# ---- block 1 ----
--- config.mk ---
export PLATFORM = sky130hd
export DESIGN_NAME = instruction_fetch_controller
export DESIGN_NICKNAME = d
export VERILOG_FILES = /design/src/rtl/instruction_fetch_controller.sv
export SDC_FILE = /design/constraint.sdc
export NUM_CORES = 1
export LEC_CHECK = 0
export ABC_CLOCK_PERIOD_IN_PS = 3800
export CAP_MARGIN = 20
export CORE_ASPECT_RATIO = 0.5
export CORE_MARGIN = 10
export CORE_UTILIZATION = 40
export CTS_CLUSTER_DIAMETER = 30
export DETAILED_ROUTE_END_ITERATION = 10
export PLACE_DENSITY = 0.75
export SYNTH_ARGS = -nofsm -noshare
export SYNTH_HDL_FRONTEND = slang
export SYNTH_SLANG_ARGS = --single-unit
--- constraint.sdc ---
create_clock -name clk -period 3.8 [get_ports clk]
set_input_delay 0.76 -clock clk [delete_from_list [all_inputs] [get_ports clk]]
set_output_delay 0.76 -clock clk [all_outputs]
set_load 0.005 [all_outputs]
--- src/rtl/instruction_fetch_controller.sv ---
// instruction_fetch_controller
//   Drives the PC of a combinational, same-cycle instruction memory, captures the
//   returned word into an output register and hands it to decode over valid/ready.
//   Program control is start/done; decode back-pressure stalls the fetch; a taken
//   branch redirects the PC and flushes the held instruction.
//
// Ports
//   clk, rst_n      clock, asynchronous active-low reset
//   start           pulse, begins a program at RESET_PC (honoured in IDLE/DONE only)
//   PC              registered address to instruction memory
//   instruction     word read at PC, valid the same cycle
//   redirect_valid  branch/jump taken this cycle; redirect_pc is its target
//   if_valid/if_ready/if_instr/if_pc  fetch -> decode handshake
//   busy, done      decoded from state (FETCH|DRAIN, DONE)
//
// Optional build macro IFC_PERF_CNT_EN adds fetch_count / stall_count (16-bit,
// saturating, cleared on reset and on an honoured start).
module instruction_fetch_controller #(
  parameter int ADDR_W    = 5,
  parameter int INSTR_W   = 32,
  parameter int RESET_PC  = 0,
  parameter int LAST_ADDR = 10
) (
  input  logic               clk,
  input  logic               rst_n,
  input  logic               start,
  output logic [ADDR_W-1:0]  PC,
  input  logic [INSTR_W-1:0] instruction,
  input  logic               redirect_valid,
  input  logic [ADDR_W-1:0]  redirect_pc,
  output logic               if_valid,
  input  logic               if_ready,
  output logic [INSTR_W-1:0] if_instr,
  output logic [ADDR_W-1:0]  if_pc,
  output logic               busy,
  output logic               done
`ifdef IFC_PERF_CNT_EN
  ,
  output logic [15:0]        fetch_count,
  output logic [15:0]        stall_count
`endif
);

  localparam logic [ADDR_W-1:0] RST_PC = ADDR_W'(RESET_PC);
  localparam logic [ADDR_W-1:0] LAST   = ADDR_W'(LAST_ADDR);

  typedef enum logic [1:0] {S_IDLE, S_FETCH, S_DRAIN, S_DONE} state_t;

  typedef struct packed {
    logic               vld;
    logic [INSTR_W-1:0] instr;
    logic [ADDR_W-1:0]  pc;
  } ifreg_t;

  state_t state, state_nxt;
  ifreg_t ifr;

  logic active;    // FETCH or DRAIN
  logic go;        // honoured start
  logic redir;     // honoured redirect
  logic redir_ok;  // target inside the program
  logic xfer;      // decode takes the held word this cycle
  logic load;      // capture a new word this cycle

  assign active   = (state == S_FETCH) || (state == S_DRAIN);
  assign go       = start && !active;
  assign redir    = redirect_valid && active;
  assign redir_ok = (redirect_pc <= LAST);
  assign xfer     = ifr.vld && if_ready;
  // Redirect wins over a load; a transfer in the same cycle is still accepted.
  assign load     = (state == S_FETCH) && (!ifr.vld || if_ready) && !redir;

  // State register
  always_ff @(posedge clk or negedge rst_n) begin
    if (!rst_n) state <= S_IDLE;
    else        state <= state_nxt;
  end

  // Next-state logic
  always_comb begin
    state_nxt = state;
    case (state)
      S_IDLE, S_DONE: if (go) state_nxt = S_FETCH;
      S_FETCH: begin
        if (redir)                   state_nxt = redir_ok ? S_FETCH : S_DONE;
        else if (load && PC == LAST) state_nxt = S_DRAIN;
      end
      S_DRAIN: begin
        if (redir)     state_nxt = redir_ok ? S_FETCH : S_DONE;
        else if (xfer) state_nxt = S_DONE;
      end
      default: state_nxt = S_IDLE;
    endcase
  end

  // State-decoded outputs
  always_comb begin
    busy = active;
    done = (state == S_DONE);
  end

  // PC and fetch output register
  always_ff @(posedge clk or negedge rst_n) begin
    if (!rst_n) begin
      PC  <= RST_PC;
      ifr <= '0;
    end else if (go) begin
      PC <= RST_PC;
    end else if (redir) begin
      ifr.vld <= 1'b0;
      if (redir_ok) PC <= redirect_pc;   // out-of-range target leaves PC where it is
    end else if (load) begin
      ifr.vld   <= 1'b1;
      ifr.instr <= instruction;
      ifr.pc    <= PC;
      if (PC != LAST) PC <= PC + ADDR_W'(1);   // PC parks on LAST, never wraps
    end else if (state == S_DRAIN && xfer) begin
      ifr.vld <= 1'b0;
    end
  end

  assign if_valid = ifr.vld;
  assign if_instr = ifr.instr;
  assign if_pc    = ifr.pc;

`ifdef IFC_PERF_CNT_EN
  // An honoured start only happens with if_valid low, so clearing never
  // competes with a count in the same cycle.
  always_ff @(posedge clk or negedge rst_n) begin
    if (!rst_n) begin
      fetch_count <= '0;
      stall_count <= '0;
    end else if (go) begin
      fetch_count <= '0;
      stall_count <= '0;
    end else begin
      if (xfer && fetch_count != 16'hFFFF)
        fetch_count <= fetch_count + 16'd1;
      if (ifr.vld && !if_ready && stall_count != 16'hFFFF)
        stall_count <= stall_count + 16'd1;
    end
  end
`endif

endmodule

==> block_1/io_fan.png <==
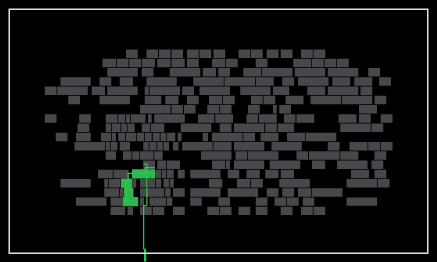
legend:
  redirect_valid:
    colour: green
    bits: 1
    direction: input
    edge: bottom
    end_cells: 6
    wire: 51.5 um
IO Count: 87
input/output buffers: 86

==> metrics.yaml <==
root_buffer: "clkbuf_8"
clk_share: 0.0271
switching_share: 0.313
synth_area_per_cell_um2: 13.7
die_h_um: 71.4
hold_slack_ps: 311
status: "completed"
pg_comb_w: 0.00136
final_cell_area_um2: 3100
area_delta_synth_final_pct: 46.7
comb_cells: 96
fmax_mhz: 397
inv_count: 5
muxShareOfSynthArea: 0.245
nFillCells: 381
use_met1: 0.133
grtUsageTotal: 0.115
period_needed_ps: 2520
==> block_1/cell_density.png <==
12 x 7 tiles, from black (low) to pale yellow (high), 0 to 100% covered.
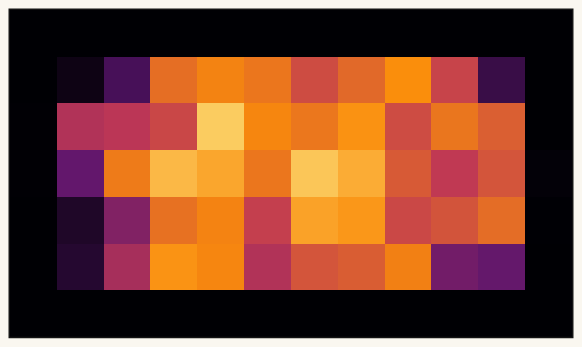
densest ninth of the die: centre
fullest tile: 89%
emptiest ninth of the die: upper left
mean over tiles: 34%
nearly empty tiles: 41%
tiles over 75% full: 12%
Core Region: 5020 um2
fp_density: 0.420
fin util: 0.617


# ---- block 2 ----
==> block_2/layer_met3.png <==
The bar under the picture is 20 um long.
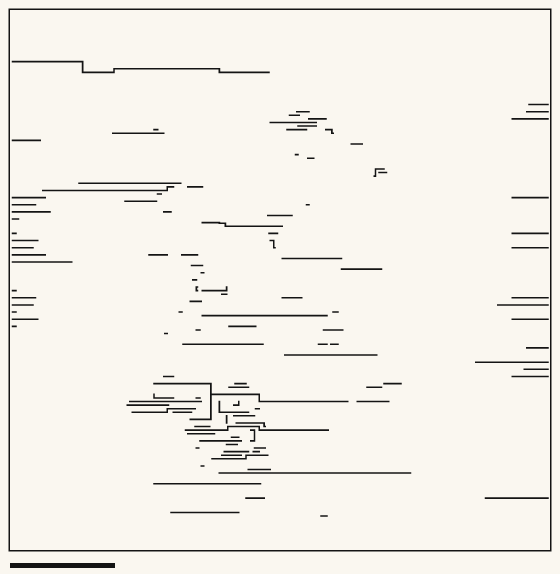
==> block_2/placement.png <==
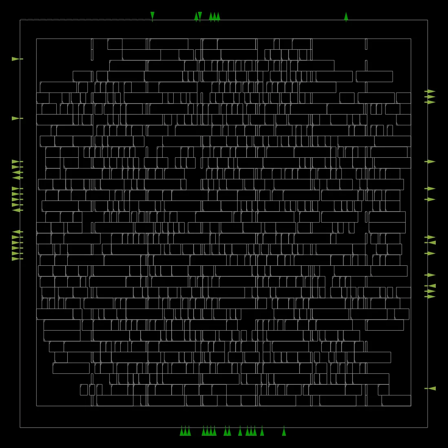
==> block_2/cell_density.png <==
10 x 10 tiles, from black (low) to pale yellow (high), 0 to 100% covered.
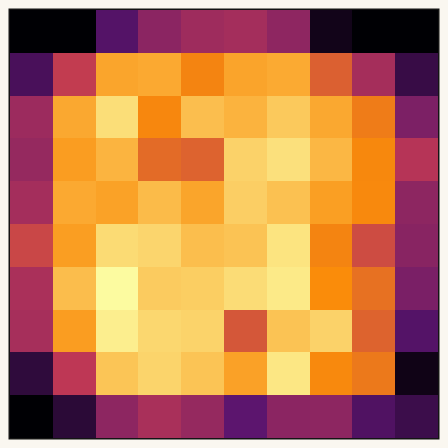
`config.mk`:
```
export PLATFORM = sky130hd
export DESIGN_NAME = uart_core_flat
export DESIGN_NICKNAME = d
export VERILOG_FILES = /design/src/rtl/uart_pkg.sv /design/src/rtl/uart_core_if.sv /design/src/rtl/uart_baud_tick.sv /design/src/rtl/uart_core.sv /design/src/flat_wrapper.sv
export SDC_FILE = /design/constraint.sdc
export NUM_CORES = 1
export LEC_CHECK = 0
export ABC_AREA = 1
export CAP_MARGIN = 0
export CORE_MARGIN = 4
export CORE_UTILIZATION = 57
export CTS_CLUSTER_DIAMETER = 100
export DETAILED_ROUTE_END_ITERATION = 10
export PLACE_DENSITY = 0.8
export SLEW_MARGIN = 30
export SYNTH_ARGS = -nofsm -noshare
export SYNTH_HDL_FRONTEND = slang
export SYNTH_SLANG_ARGS = --single-unit
```
`constraint.sdc`:
```
create_clock -name clk -period 1.7 [get_ports clk]
set_input_delay 0.34 -clock clk [delete_from_list [all_inputs] [get_ports clk]]
set_output_delay 0.34 -clock clk [all_outputs]
set_load 0.01 [all_outputs]
```
`src/rtl/uart_pkg.sv`:
```
// Shared constants and state encodings for the UART engine.
package uart_pkg;

   localparam logic [1:0] PAR_NONE = 2'd0;
   localparam logic [1:0] PAR_EVEN = 2'd1;
   localparam logic [1:0] PAR_ODD  = 2'd2;

   localparam int         OVERSAMPLE   = 16;
   localparam logic [3:0] LAST_TICK    = 4'(OVERSAMPLE - 1);
   localparam logic [3:0] SAMPLE_EARLY = 4'd7;
   localparam logic [3:0] SAMPLE_MID   = 4'd8;
   localparam logic [3:0] SAMPLE_LATE  = 4'd9;

   typedef enum logic [2:0] {
      TX_IDLE,
      TX_START,
      TX_DATA,
      TX_PARITY,
      TX_STOP
   } tx_state_e;

   typedef enum logic [2:0] {
      RX_IDLE,
      RX_START,
      RX_DATA,
      RX_PARITY,
      RX_STOP
   } rx_state_e;

   // Modes 0 and 3 both mean "no parity bit on the wire".
   function automatic logic parity_enabled(input logic [1:0] mode);
      return (mode == PAR_EVEN) || (mode == PAR_ODD);
   endfunction

endpackage

```
`src/rtl/uart_core_if.sv`:
```
// Bus-side data paths of the UART engine.
//
// Handshake rule for both paths: a transfer happens on a rising clk edge
// where valid and ready are both 1. The sender keeps data stable and valid
// asserted until that edge; valid never depends combinationally on ready.
// On RX, rx_data and both error flags belong to the held frame and stay put
// while rx_valid is 1. rx_overrun is a standalone one-cycle pulse.
interface uart_core_if #(parameter int DATA_BITS = 8);

   logic [DATA_BITS-1:0] tx_data;
   logic                 tx_valid;
   logic                 tx_ready;
   logic [DATA_BITS-1:0] rx_data;
   logic                 rx_valid;
   logic                 rx_ready;
   logic                 rx_parity_err;
   logic                 rx_frame_err;
   logic                 rx_overrun;

   modport master (
      output tx_data, tx_valid, rx_ready,
      input  tx_ready, rx_data, rx_valid, rx_parity_err, rx_frame_err, rx_overrun
   );

   modport slave (
      input  tx_data, tx_valid, rx_ready,
      output tx_ready, rx_data, rx_valid, rx_parity_err, rx_frame_err, rx_overrun
   );

endinterface

```
`src/rtl/uart_baud_tick.sv`:
```
// Oversample tick prescaler: one-cycle tick every div+1 clk cycles.
// restart reloads the counter so the first tick lands div+1 cycles later.
module uart_baud_tick #(
   parameter int DIV_W = 16
) (
   input  logic             clk,
   input  logic             rst,
   input  logic [DIV_W-1:0] div,
   input  logic             restart,
   output logic             tick
);

   logic [DIV_W-1:0] cnt;

   // Down-counter that reloads from div on wrap or on restart.
   always_ff @(posedge clk or negedge rst) begin
      if (!rst) begin
         cnt <= '0;
      end else if (restart || cnt == '0) begin
         cnt <= div;
      end else begin
         cnt <= cnt - DIV_W'(1);
      end
   end

   assign tick = (cnt == '0);

endmodule

```
`src/rtl/uart_core.sv`:
```
// Full-duplex UART engine: TX/RX FSMs, 16x oversampled receive,
// optional parity, one or two stop bits, internal loopback.
module uart_core
   import uart_pkg::*;
#(
   parameter int DATA_BITS = 8,
   parameter int DIV_W     = 16
) (
   input  logic             clk,
   input  logic             rst,
   input  logic [DIV_W-1:0] baud_div,
   input  logic [1:0]       parity_mode,
   input  logic             two_stop,
   input  logic             loopback,
   output logic             txd,
   input  logic             rxd,
   uart_core_if.slave       bus,
   output tx_state_e        tx_state_dbg,
   output rx_state_e        rx_state_dbg
);

   localparam logic [3:0] LAST_BIT = 4'(DATA_BITS - 1);

   // ---------------- TX ----------------
   tx_state_e            tx_state;
   logic                 tx_ready_q;
   logic [DATA_BITS-1:0] tx_shift;
   logic                 tx_par;
   logic [3:0]           tx_tick_cnt;
   logic [3:0]           tx_bit_cnt;
   logic                 tx_tick;
   logic                 tx_accept;
   logic                 tx_bit_end;

   assign tx_accept  = bus.tx_valid && tx_ready_q;
   assign tx_bit_end = tx_tick && (tx_tick_cnt == LAST_TICK);

   uart_baud_tick #(.DIV_W(DIV_W)) u_tx_tick (
      .clk     (clk),
      .rst     (rst),
      .div     (baud_div),
      .restart (tx_accept),
      .tick    (tx_tick)
   );

   // TX FSM; txd is registered from the current state so the line lags by one clk.
   always_ff @(posedge clk or negedge rst) begin
      if (!rst) begin
         tx_state    <= TX_IDLE;
         tx_ready_q  <= 1'b1;
         txd         <= 1'b1;
         tx_shift    <= '0;
         tx_par      <= 1'b0;
         tx_tick_cnt <= '0;
         tx_bit_cnt  <= '0;
      end else begin
         if (tx_state != TX_IDLE && tx_tick) begin
            tx_tick_cnt <= tx_tick_cnt + 4'd1;
         end
         case (tx_state)
            TX_IDLE: begin
               if (tx_accept) begin
                  tx_shift    <= bus.tx_data;
                  tx_par      <= ^bus.tx_data;
                  tx_ready_q  <= 1'b0;
                  tx_tick_cnt <= '0;
                  tx_bit_cnt  <= '0;
                  tx_state    <= TX_START;
               end
            end
            TX_START: begin
               if (tx_bit_end) tx_state <= TX_DATA;
            end
            TX_DATA: begin
               if (tx_bit_end) begin
                  tx_shift <= tx_shift >> 1;
                  if (tx_bit_cnt == LAST_BIT) begin
                     tx_bit_cnt <= '0;
                     tx_state   <= parity_enabled(parity_mode) ? TX_PARITY : TX_STOP;
                  end else begin
                     tx_bit_cnt <= tx_bit_cnt + 4'd1;
                  end
               end
            end
            TX_PARITY: begin
               if (tx_bit_end) tx_state <= TX_STOP;
            end
            TX_STOP: begin
               if (tx_bit_end) begin
                  if (two_stop && tx_bit_cnt == 4'd0) begin
                     tx_bit_cnt <= 4'd1;
                  end else begin
                     tx_state   <= TX_IDLE;
                     tx_ready_q <= 1'b1;
                  end
               end
            end
            default: tx_state <= TX_IDLE;
         endcase
         case (tx_state)
            TX_START:  txd <= 1'b0;
            TX_DATA:   txd <= tx_shift[0];
            TX_PARITY: txd <= tx_par ^ (parity_mode == PAR_ODD);
            default:   txd <= 1'b1;
         endcase
      end
   end

   assign bus.tx_ready = tx_ready_q;
   assign tx_state_dbg = tx_state;

   // ---------------- RX ----------------
   rx_state_e            rx_state;
   logic                 rx_meta;
   logic                 rx_sync;
   logic                 rx_line;
   logic                 rx_last;
   logic                 rx_tick;
   logic [3:0]           rx_tick_cnt;
   logic [3:0]           rx_idx;
   logic [3:0]           rx_bit_cnt;
   logic                 rx_s7;
   logic                 rx_s8;
   logic                 rx_bit;
   logic [DATA_BITS-1:0] rx_shift;
   logic                 rx_par_err_q;
   logic                 rx_frame_err_q;
   logic                 rx_done;
   logic                 rx_valid_q;
   logic [DATA_BITS-1:0] rx_data_q;
   logic                 rx_parity_err_q;
   logic                 rx_frame_err_o;
   logic                 rx_overrun_q;

   uart_baud_tick #(.DIV_W(DIV_W)) u_rx_tick (
      .clk     (clk),
      .rst     (rst),
      .div     (baud_div),
      .restart (1'b0),
      .tick    (rx_tick)
   );

   // Two-flop synchroniser for the asynchronous rxd pin.
   always_ff @(posedge clk or negedge rst) begin
      if (!rst) begin
         rx_meta <= 1'b1;
         rx_sync <= 1'b1;
      end else begin
         rx_meta <= rxd;
         rx_sync <= rx_meta;
      end
   end

   assign rx_line = loopback ? txd : rx_sync;
   // Index of the current tick within the bit; wraps 15 -> 0 into the next bit.
   assign rx_idx  = rx_tick_cnt + 4'd1;
   assign rx_bit  = (rx_s7 & rx_s8) | (rx_s7 & rx_line) | (rx_s8 & rx_line);

   // RX FSM: start detect, mid-bit majority sampling, frame completion strobe.
   always_ff @(posedge clk or negedge rst) begin
      if (!rst) begin
         rx_state       <= RX_IDLE;
         rx_last        <= 1'b1;
         rx_tick_cnt    <= '0;
         rx_bit_cnt     <= '0;
         rx_s7          <= 1'b1;
         rx_s8          <= 1'b1;
         rx_shift       <= '0;
         rx_par_err_q   <= 1'b0;
         rx_frame_err_q <= 1'b0;
         rx_done        <= 1'b0;
      end else begin
         rx_done <= 1'b0;
         if (rx_tick) begin
            rx_last <= rx_line;
            if (rx_state != RX_IDLE) begin
               rx_tick_cnt <= rx_idx;
               if (rx_idx == SAMPLE_EARLY) rx_s7 <= rx_line;
               if (rx_idx == SAMPLE_MID)   rx_s8 <= rx_line;
            end
            case (rx_state)
               RX_IDLE: begin
                  if (rx_last && !rx_line) begin
                     rx_tick_cnt  <= '0;
                     rx_bit_cnt   <= '0;
                     rx_par_err_q <= 1'b0;
                     rx_state     <= RX_START;
                  end
               end
               RX_START: begin
                  if (rx_idx == SAMPLE_MID && rx_line) begin
                     rx_state <= RX_IDLE;
                  end else if (rx_idx == LAST_TICK) begin
                     rx_state <= RX_DATA;
                  end
               end
               RX_DATA: begin
                  if (rx_idx == SAMPLE_LATE) begin
                     rx_shift <= {rx_bit, rx_shift[DATA_BITS-1:1]};
                  end
                  if (rx_idx == LAST_TICK) begin
                     if (rx_bit_cnt == LAST_BIT) begin
                        rx_bit_cnt <= '0;
                        rx_state   <= parity_enabled(parity_mode) ? RX_PARITY : RX_STOP;
                     end else begin
                        rx_bit_cnt <= rx_bit_cnt + 4'd1;
                     end
                  end
               end
               RX_PARITY: begin
                  if (rx_idx == SAMPLE_LATE) begin
                     rx_par_err_q <= rx_bit ^ (^rx_shift) ^ (parity_mode == PAR_ODD);
                  end
                  if (rx_idx == LAST_TICK) rx_state <= RX_STOP;
               end
               RX_STOP: begin
                  if (rx_idx == SAMPLE_LATE) begin
                     rx_frame_err_q <= ~rx_bit;
                     rx_done        <= 1'b1;
                     rx_state       <= RX_IDLE;
                  end
               end
               default: rx_state <= RX_IDLE;
            endcase
         end
      end
   end

   // Output holding register: load, hold-and-drop (overrun), or release on accept.
   always_ff @(posedge clk or negedge rst) begin
      if (!rst) begin
         rx_valid_q      <= 1'b0;
         rx_data_q       <= '0;
         rx_parity_err_q <= 1'b0;
         rx_frame_err_o  <= 1'b0;
         rx_overrun_q    <= 1'b0;
      end else begin
         rx_overrun_q <= 1'b0;
         if (rx_done) begin
            if (!rx_valid_q || bus.rx_ready) begin
               rx_valid_q      <= 1'b1;
               rx_data_q       <= rx_shift;
               rx_parity_err_q <= rx_par_err_q;
               rx_frame_err_o  <= rx_frame_err_q;
            end else begin
               rx_overrun_q <= 1'b1;
            end
         end else if (rx_valid_q && bus.rx_ready) begin
            rx_valid_q <= 1'b0;
         end
      end
   end

   assign bus.rx_valid      = rx_valid_q;
   assign bus.rx_data       = rx_data_q;
   assign bus.rx_parity_err = rx_parity_err_q;
   assign bus.rx_frame_err  = rx_frame_err_o;
   assign bus.rx_overrun    = rx_overrun_q;
   assign rx_state_dbg      = rx_state;

endmodule

```
`src/flat_wrapper.sv`:
```
// flat-port wrapper written by rule: the top's interface ports become plain ports
module uart_core_flat import uart_pkg::*;
#(
   parameter int DATA_BITS = 8,
   parameter int DIV_W     = 16
)
  (clk, rst, baud_div, parity_mode, two_stop, loopback, txd, rxd, tx_state_dbg, rx_state_dbg, bus_tx_data, bus_tx_valid, bus_rx_ready, bus_tx_ready, bus_rx_data, bus_rx_valid, bus_rx_parity_err, bus_rx_frame_err, bus_rx_overrun);
  uart_core_if #(.DATA_BITS(DATA_BITS)) bus_i ();
  input  logic clk;
  input  logic rst;
  input  logic [DIV_W-1:0] baud_div;
  input  logic [1:0] parity_mode;
  input  logic two_stop;
  input  logic loopback;
  output logic txd;
  input  logic rxd;
  output tx_state_e tx_state_dbg;
  output rx_state_e rx_state_dbg;
  input wire logic [$bits(bus_i.tx_data)-1:0] bus_tx_data;
  input wire logic [$bits(bus_i.tx_valid)-1:0] bus_tx_valid;
  input wire logic [$bits(bus_i.rx_ready)-1:0] bus_rx_ready;
  output wire logic [$bits(bus_i.tx_ready)-1:0] bus_tx_ready;
  output wire logic [$bits(bus_i.rx_data)-1:0] bus_rx_data;
  output wire logic [$bits(bus_i.rx_valid)-1:0] bus_rx_valid;
  output wire logic [$bits(bus_i.rx_parity_err)-1:0] bus_rx_parity_err;
  output wire logic [$bits(bus_i.rx_frame_err)-1:0] bus_rx_frame_err;
  output wire logic [$bits(bus_i.rx_overrun)-1:0] bus_rx_overrun;
  assign bus_i.tx_data = bus_tx_data;
  assign bus_i.tx_valid = bus_tx_valid;
  assign bus_i.rx_ready = bus_rx_ready;
  assign bus_tx_ready = bus_i.tx_ready;
  assign bus_rx_data = bus_i.rx_data;
  assign bus_rx_valid = bus_i.rx_valid;
  assign bus_rx_parity_err = bus_i.rx_parity_err;
  assign bus_rx_frame_err = bus_i.rx_frame_err;
  assign bus_rx_overrun = bus_i.rx_overrun;
  uart_core #(.DATA_BITS(DATA_BITS), .DIV_W(DIV_W)) u_core (.clk(clk), .rst(rst), .baud_div(baud_div), .parity_mode(parity_mode), .two_stop(two_stop), .loopback(loopback), .txd(txd), .rxd(rxd), .bus(bus_i), .tx_state_dbg(tx_state_dbg), .rx_state_dbg(rx_state_dbg));
endmodule
```
==> metrics.yaml <==
status: "complete, but fails checks"
violations: "hold timing, setup timing"
finalSetupViolCount: 14
switching_share: 0.314
path_class: "reg2reg"
syn-cell-area_um2: 5100
endpoint: "u_core.tx_shift[5]"
hold_slack_ps: -1.26
layout_top_cell: "nand2_1"
top_cells_by_area: "dfrtp_1, nand2_1, inv_1"
hold_class: "in2async"
adder_share: 0.0294
synth_top_cell_by_area: "dfrtp_1"
use_met1: 0.304
p_seq_frac: 0.517
grt_pass1_vias: 4369
ff2ff_setup_slack_ps: -50
hold_viol_final: 2
core_util_floorplan: 0.585
final.setup.worst_slack_ps: -48.4
## Picture notes: block_2/layer_met3.png
nets with wire on the layer: 90
longest straight run: 36.3 um
share of all routed wire: 5.8%
main direction: horizontal
GR Util met3: 0.0440
DRT Wirelength: 12.7 mm
routed via count: 4706

## Picture notes: block_2/placement.png
sequential portion of the cell area: 0.355
tap cells: 108
fin cells: 868

## Picture notes: block_2/cell_density.png
fullest tile: 99%
densest ninth of the die: centre
emptiest ninth of the die: upper right
mean over tiles: 61%


# ---- block 3 ----
==> block_3/placement.png <==
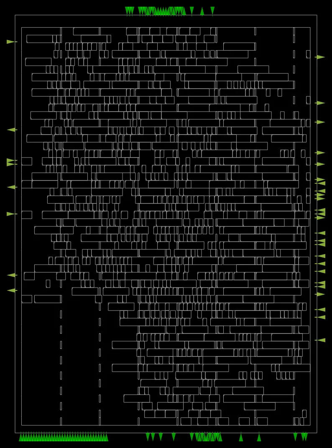
==> block_3/layer_met3.png <==
The bar under the picture is 20 um long.
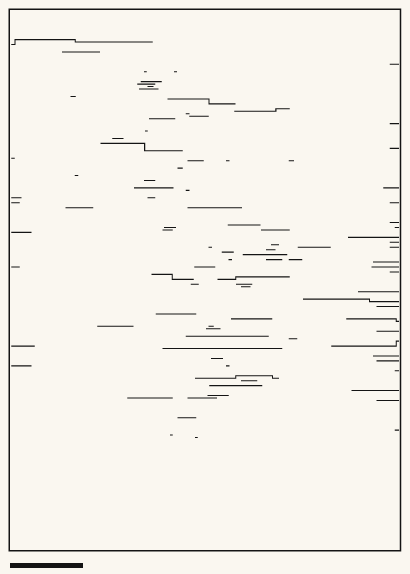
<file path="src/rtl/ccff_loader.sv">
// Wishbone-driven initiator for the fabric configuration chain: serialises bitstream words LSB-first onto ccff_head.
// Define CCFF_READBACK_EN to capture ccff_tail into a readback word readable at DATA.
module ccff_loader #(
  parameter int DIV_W       = 8,
  parameter int CNT_W       = 20,
  parameter int DEFAULT_DIV = 3
) (
  input  logic        wb_clk_i,
  input  logic        wb_rst_n_i,
  input  logic        wbs_stb_i,
  input  logic        wbs_cyc_i,
  input  logic        wbs_we_i,
  input  logic [3:0]  wbs_sel_i,
  input  logic [31:0] wbs_adr_i,
  input  logic [31:0] wbs_dat_i,
  output logic        wbs_ack_o,
  output logic [31:0] wbs_dat_o,
  output logic        prog_clk,
  output logic        prog_reset,
  output logic        ccff_head,
  input  logic        ccff_tail,
  output logic        done_irq
);
  typedef enum logic [2:0] {S_IDLE, S_LOAD, S_SETUP, S_HIGH, S_DONE} state_t;

  state_t           state;
  logic [DIV_W-1:0] clkdiv;
  logic [DIV_W-1:0] div_cnt;
  logic [CNT_W-1:0] remain;
  logic [31:0]      hold;
  logic [31:0]      shifter;
  logic             hold_full;
  logic             underrun;
  logic             done;
  logic [4:0]       bits_done;
  logic [31:0]      rb_data;
  logic [31:0]      rdata;

  logic req, accept, busy, rise;
  logic wr_ctrl, wr_data, wr_clkdiv, wr_remain;

  assign req       = wbs_stb_i & wbs_cyc_i & ~wbs_ack_o;
  // A DATA write against a full hold register stalls until the shifter drains it.
  assign accept    = req & ~(wbs_we_i & (wbs_adr_i[4:2] == 3'd2) & hold_full);
  assign wr_ctrl   = accept & wbs_we_i & (wbs_adr_i[4:2] == 3'd0);
  assign wr_data   = accept & wbs_we_i & (wbs_adr_i[4:2] == 3'd2);
  assign wr_clkdiv = accept & wbs_we_i & (wbs_adr_i[4:2] == 3'd3);
  assign wr_remain = accept & wbs_we_i & (wbs_adr_i[4:2] == 3'd4);
  assign busy      = (state != S_IDLE);
  assign rise      = (state == S_SETUP) && (div_cnt == '0);

  always_comb begin
    rdata = '0;
    case (wbs_adr_i[4:2])
      3'd0:    rdata = {30'd0, prog_reset, 1'b0};
      3'd1:    rdata = {28'd0, done, underrun, hold_full, busy};
      3'd2:    rdata = rb_data;
      3'd3:    rdata = 32'(clkdiv);
      3'd4:    rdata = 32'(remain);
      default: rdata = '0;
    endcase
  end

  always_ff @(posedge wb_clk_i or negedge wb_rst_n_i) begin
    if (!wb_rst_n_i) begin
      wbs_ack_o  <= 1'b0;
      wbs_dat_o  <= '0;
      prog_clk   <= 1'b0;
      prog_reset <= 1'b1;
      ccff_head  <= 1'b0;
      done_irq   <= 1'b0;
      state      <= S_IDLE;
      clkdiv     <= DIV_W'(DEFAULT_DIV);
      div_cnt    <= '0;
      remain     <= '0;
      hold_full  <= 1'b0;
      underrun   <= 1'b0;
      done       <= 1'b0;
      bits_done  <= '0;
    end else begin
      wbs_ack_o <= accept;
      done_irq  <= 1'b0;
      if (accept) wbs_dat_o <= wbs_we_i ? '0 : rdata;

      case (state)
        S_IDLE: ;
        S_LOAD: begin
          if (hold_full) begin
            ccff_head <= hold[0];
            hold_full <= 1'b0;
            div_cnt   <= clkdiv;
            state     <= S_SETUP;
          end else begin
            underrun <= 1'b1;
          end
        end
        S_SETUP: begin
          if (div_cnt == '0) begin
            prog_clk  <= 1'b1;
            remain    <= remain - CNT_W'(1);
            bits_done <= bits_done + 5'd1;
            div_cnt   <= clkdiv;
            state     <= S_HIGH;
          end else begin
            div_cnt <= div_cnt - DIV_W'(1);
          end
        end
        S_HIGH: begin
          if (div_cnt == '0) begin
            prog_clk <= 1'b0;
            if (remain == '0) begin
              state <= S_DONE;
            end else if (bits_done == '0) begin
              state <= S_LOAD;
            end else begin
              // Head changes on the falling edge, leaving a full half-period either side of each rise.
              ccff_head <= shifter[0];
              div_cnt   <= clkdiv;
              state     <= S_SETUP;
            end
          end else begin
            div_cnt <= div_cnt - DIV_W'(1);
          end
        end
        S_DONE: begin
          done     <= 1'b1;
          done_irq <= 1'b1;
          state    <= S_IDLE;
        end
        default: state <= S_IDLE;
      endcase

      if (wr_data) hold_full <= 1'b1;
      if (wr_clkdiv && !busy) clkdiv <= wbs_dat_i[DIV_W-1:0];
      if (wr_remain && !busy) remain <= wbs_dat_i[CNT_W-1:0];

      if (wr_ctrl) begin
        prog_reset <= wbs_dat_i[1];
        if (wbs_dat_i[2]) begin
          state     <= S_IDLE;
          prog_clk  <= 1'b0;
          hold_full <= 1'b0;
          remain    <= '0;
          // An abort landing on the DONE cycle must not report completion.
          done      <= done;
          done_irq  <= 1'b0;
        end else if (wbs_dat_i[0] && !busy) begin
          underrun  <= 1'b0;
          done      <= 1'b0;
          bits_done <= '0;
          state     <= (remain != '0) ? S_LOAD : S_DONE;
        end
      end
    end
  end

  always_ff @(posedge wb_clk_i) begin
    if (wr_data) hold <= wbs_dat_i;
    if (state == S_LOAD && hold_full) shifter <= hold;
    else if (rise)                    shifter <= shifter >> 1;
  end

`ifdef CCFF_READBACK_EN
  logic [31:0] rb_shift;
  logic [31:0] rb_word;
  logic [31:0] rb_next;

  assign rb_next = {ccff_tail, rb_shift[31:1]};
  assign rb_data = rb_word;

  always_ff @(posedge wb_clk_i or negedge wb_rst_n_i) begin
    if (!wb_rst_n_i) begin
      rb_shift <= '0;
      rb_word  <= '0;
    end else if (rise) begin
      rb_shift <= rb_next;
      if (bits_done == 5'd31) rb_word <= rb_next;
    end else if (state == S_DONE && bits_done != '0) begin
      // Partial word: slide captured bits down so the first one sits at bit 0.
      rb_word <= rb_shift >> (6'd32 - {1'b0, bits_done});
    end
  end
`else
  logic unused_tail;
  assign unused_tail = ccff_tail;
  assign rb_data     = '0;
`endif

  logic unused_bus;
  assign unused_bus = ^{wbs_sel_i, wbs_adr_i[31:5], wbs_adr_i[1:0]};
endmodule

</file>
<file path="config.mk">
export PLATFORM = sky130hd
export DESIGN_NAME = ccff_loader
export DESIGN_NICKNAME = d
export VERILOG_FILES = /design/src/rtl/ccff_loader.sv
export SDC_FILE = /design/constraint.sdc
export NUM_CORES = 1
export LEC_CHECK = 0
export ABC_AREA = 1
export CORE_ASPECT_RATIO = 1.4
export CORE_MARGIN = 2
export CORE_UTILIZATION = 45
export CTS_CLUSTER_SIZE = 16
export DETAILED_ROUTE_END_ITERATION = 6
export HOLD_SLACK_MARGIN = 0.05
export PLACE_DENSITY = 0.69
export SKIP_LAST_GASP = 1
export SLEW_MARGIN = 0
export SYNTH_ARGS = -nofsm -noshare
export SYNTH_HDL_FRONTEND = slang
export SYNTH_SLANG_ARGS = --single-unit
export TNS_END_PERCENT = 10
</file>
<file path="constraint.sdc">
create_clock -name wb_clk_i -period 4.8 [get_ports wb_clk_i]
set_input_delay 0.48 -clock wb_clk_i [delete_from_list [all_inputs] [get_ports wb_clk_i]]
set_output_delay 0.48 -clock wb_clk_i [all_outputs]
set_load 0.01 [all_outputs]
</file>
==> metrics.yaml <==
async_flop_share: 0.529
hold_slack_ps: 180
worst_path_max_delay_cell: "nand2_1"
grt.busiest_layer: "met2"
top_cells_by_area: "edfxtp_1, dfrtp_1, nand2_1"
logic_family: "simple AND/OR/NAND/NOR gates"
regToRegEndpoint: "shifter[24]"
final_cell_area_um2: 8060
adder_share: 0.0112
grt_pass1_vias: 5100
root_buffer: "clkbuf_16"
p_sw_w: 0.00128
wl_met1_mm: 6.55
ys_types: 38
p_int_w: 0.00259
status: "completed"
hold_buffers: 0
finalSetupViolCount: 0
worstPathArrival_ps: 3360
synth_top_cell_by_area: "edfxtp_1"
antenna_found_initial: 0
nWellTaps: 189
slew_headroom: 0.303
drive_above_1_share: 0.0929
overflow: 0
ys_seq_frac: 0.555
worst-path-buf-inv: 4
## Picture notes: block_3/placement.png
sequential portion of the cell area: 0.463
registers: 136
fin cells: 1039

## Picture notes: block_3/layer_met3.png
nets with wire on the layer: 73
share of all routed wire: 4.2%
wire length on this layer: 658 um
main direction: horizontal
DRT Wirelength: 15.6 mm
GR Util met3: 0.0377
routed via count: 5202



## Gallery

Selected gate families.
The bar under the picture is 20 um long.
panel A
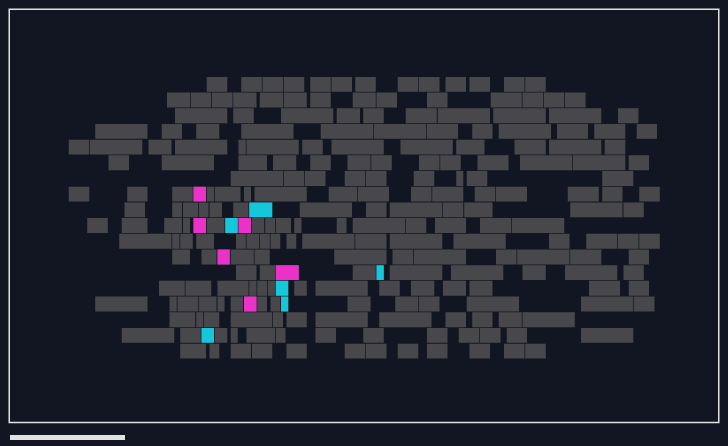
panel B
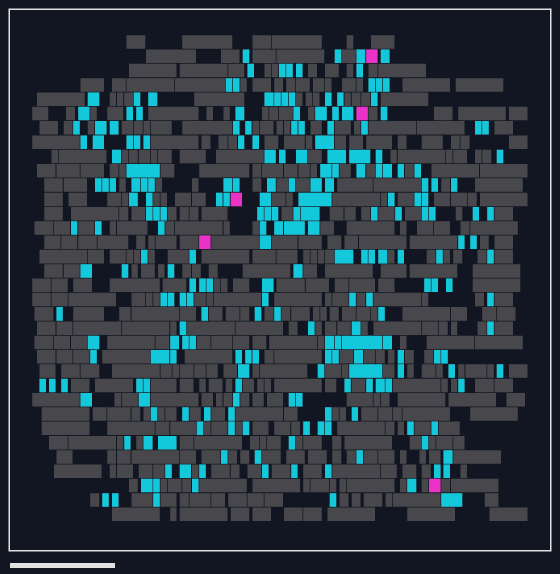
panel C
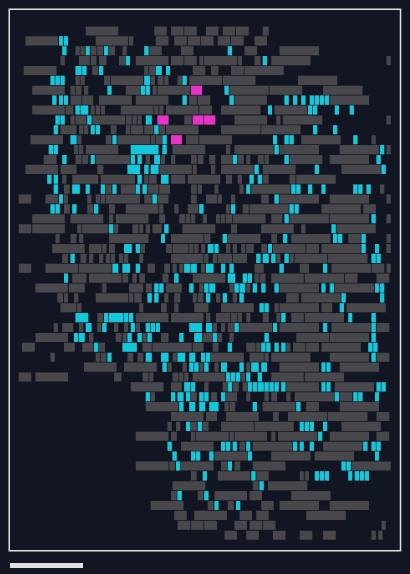
block 3: panel C
block 2: panel B
block 1: panel A
Of these, fewest cells: panel A
Of these, smallest die: panel A

Key to panel C:
legend:
  NAND gates:
    colour: cyan
    cells: 310
    where: widely spread
  AND-OR and OR-AND gates:
    colour: magenta
    cells: 5
    where: top centre

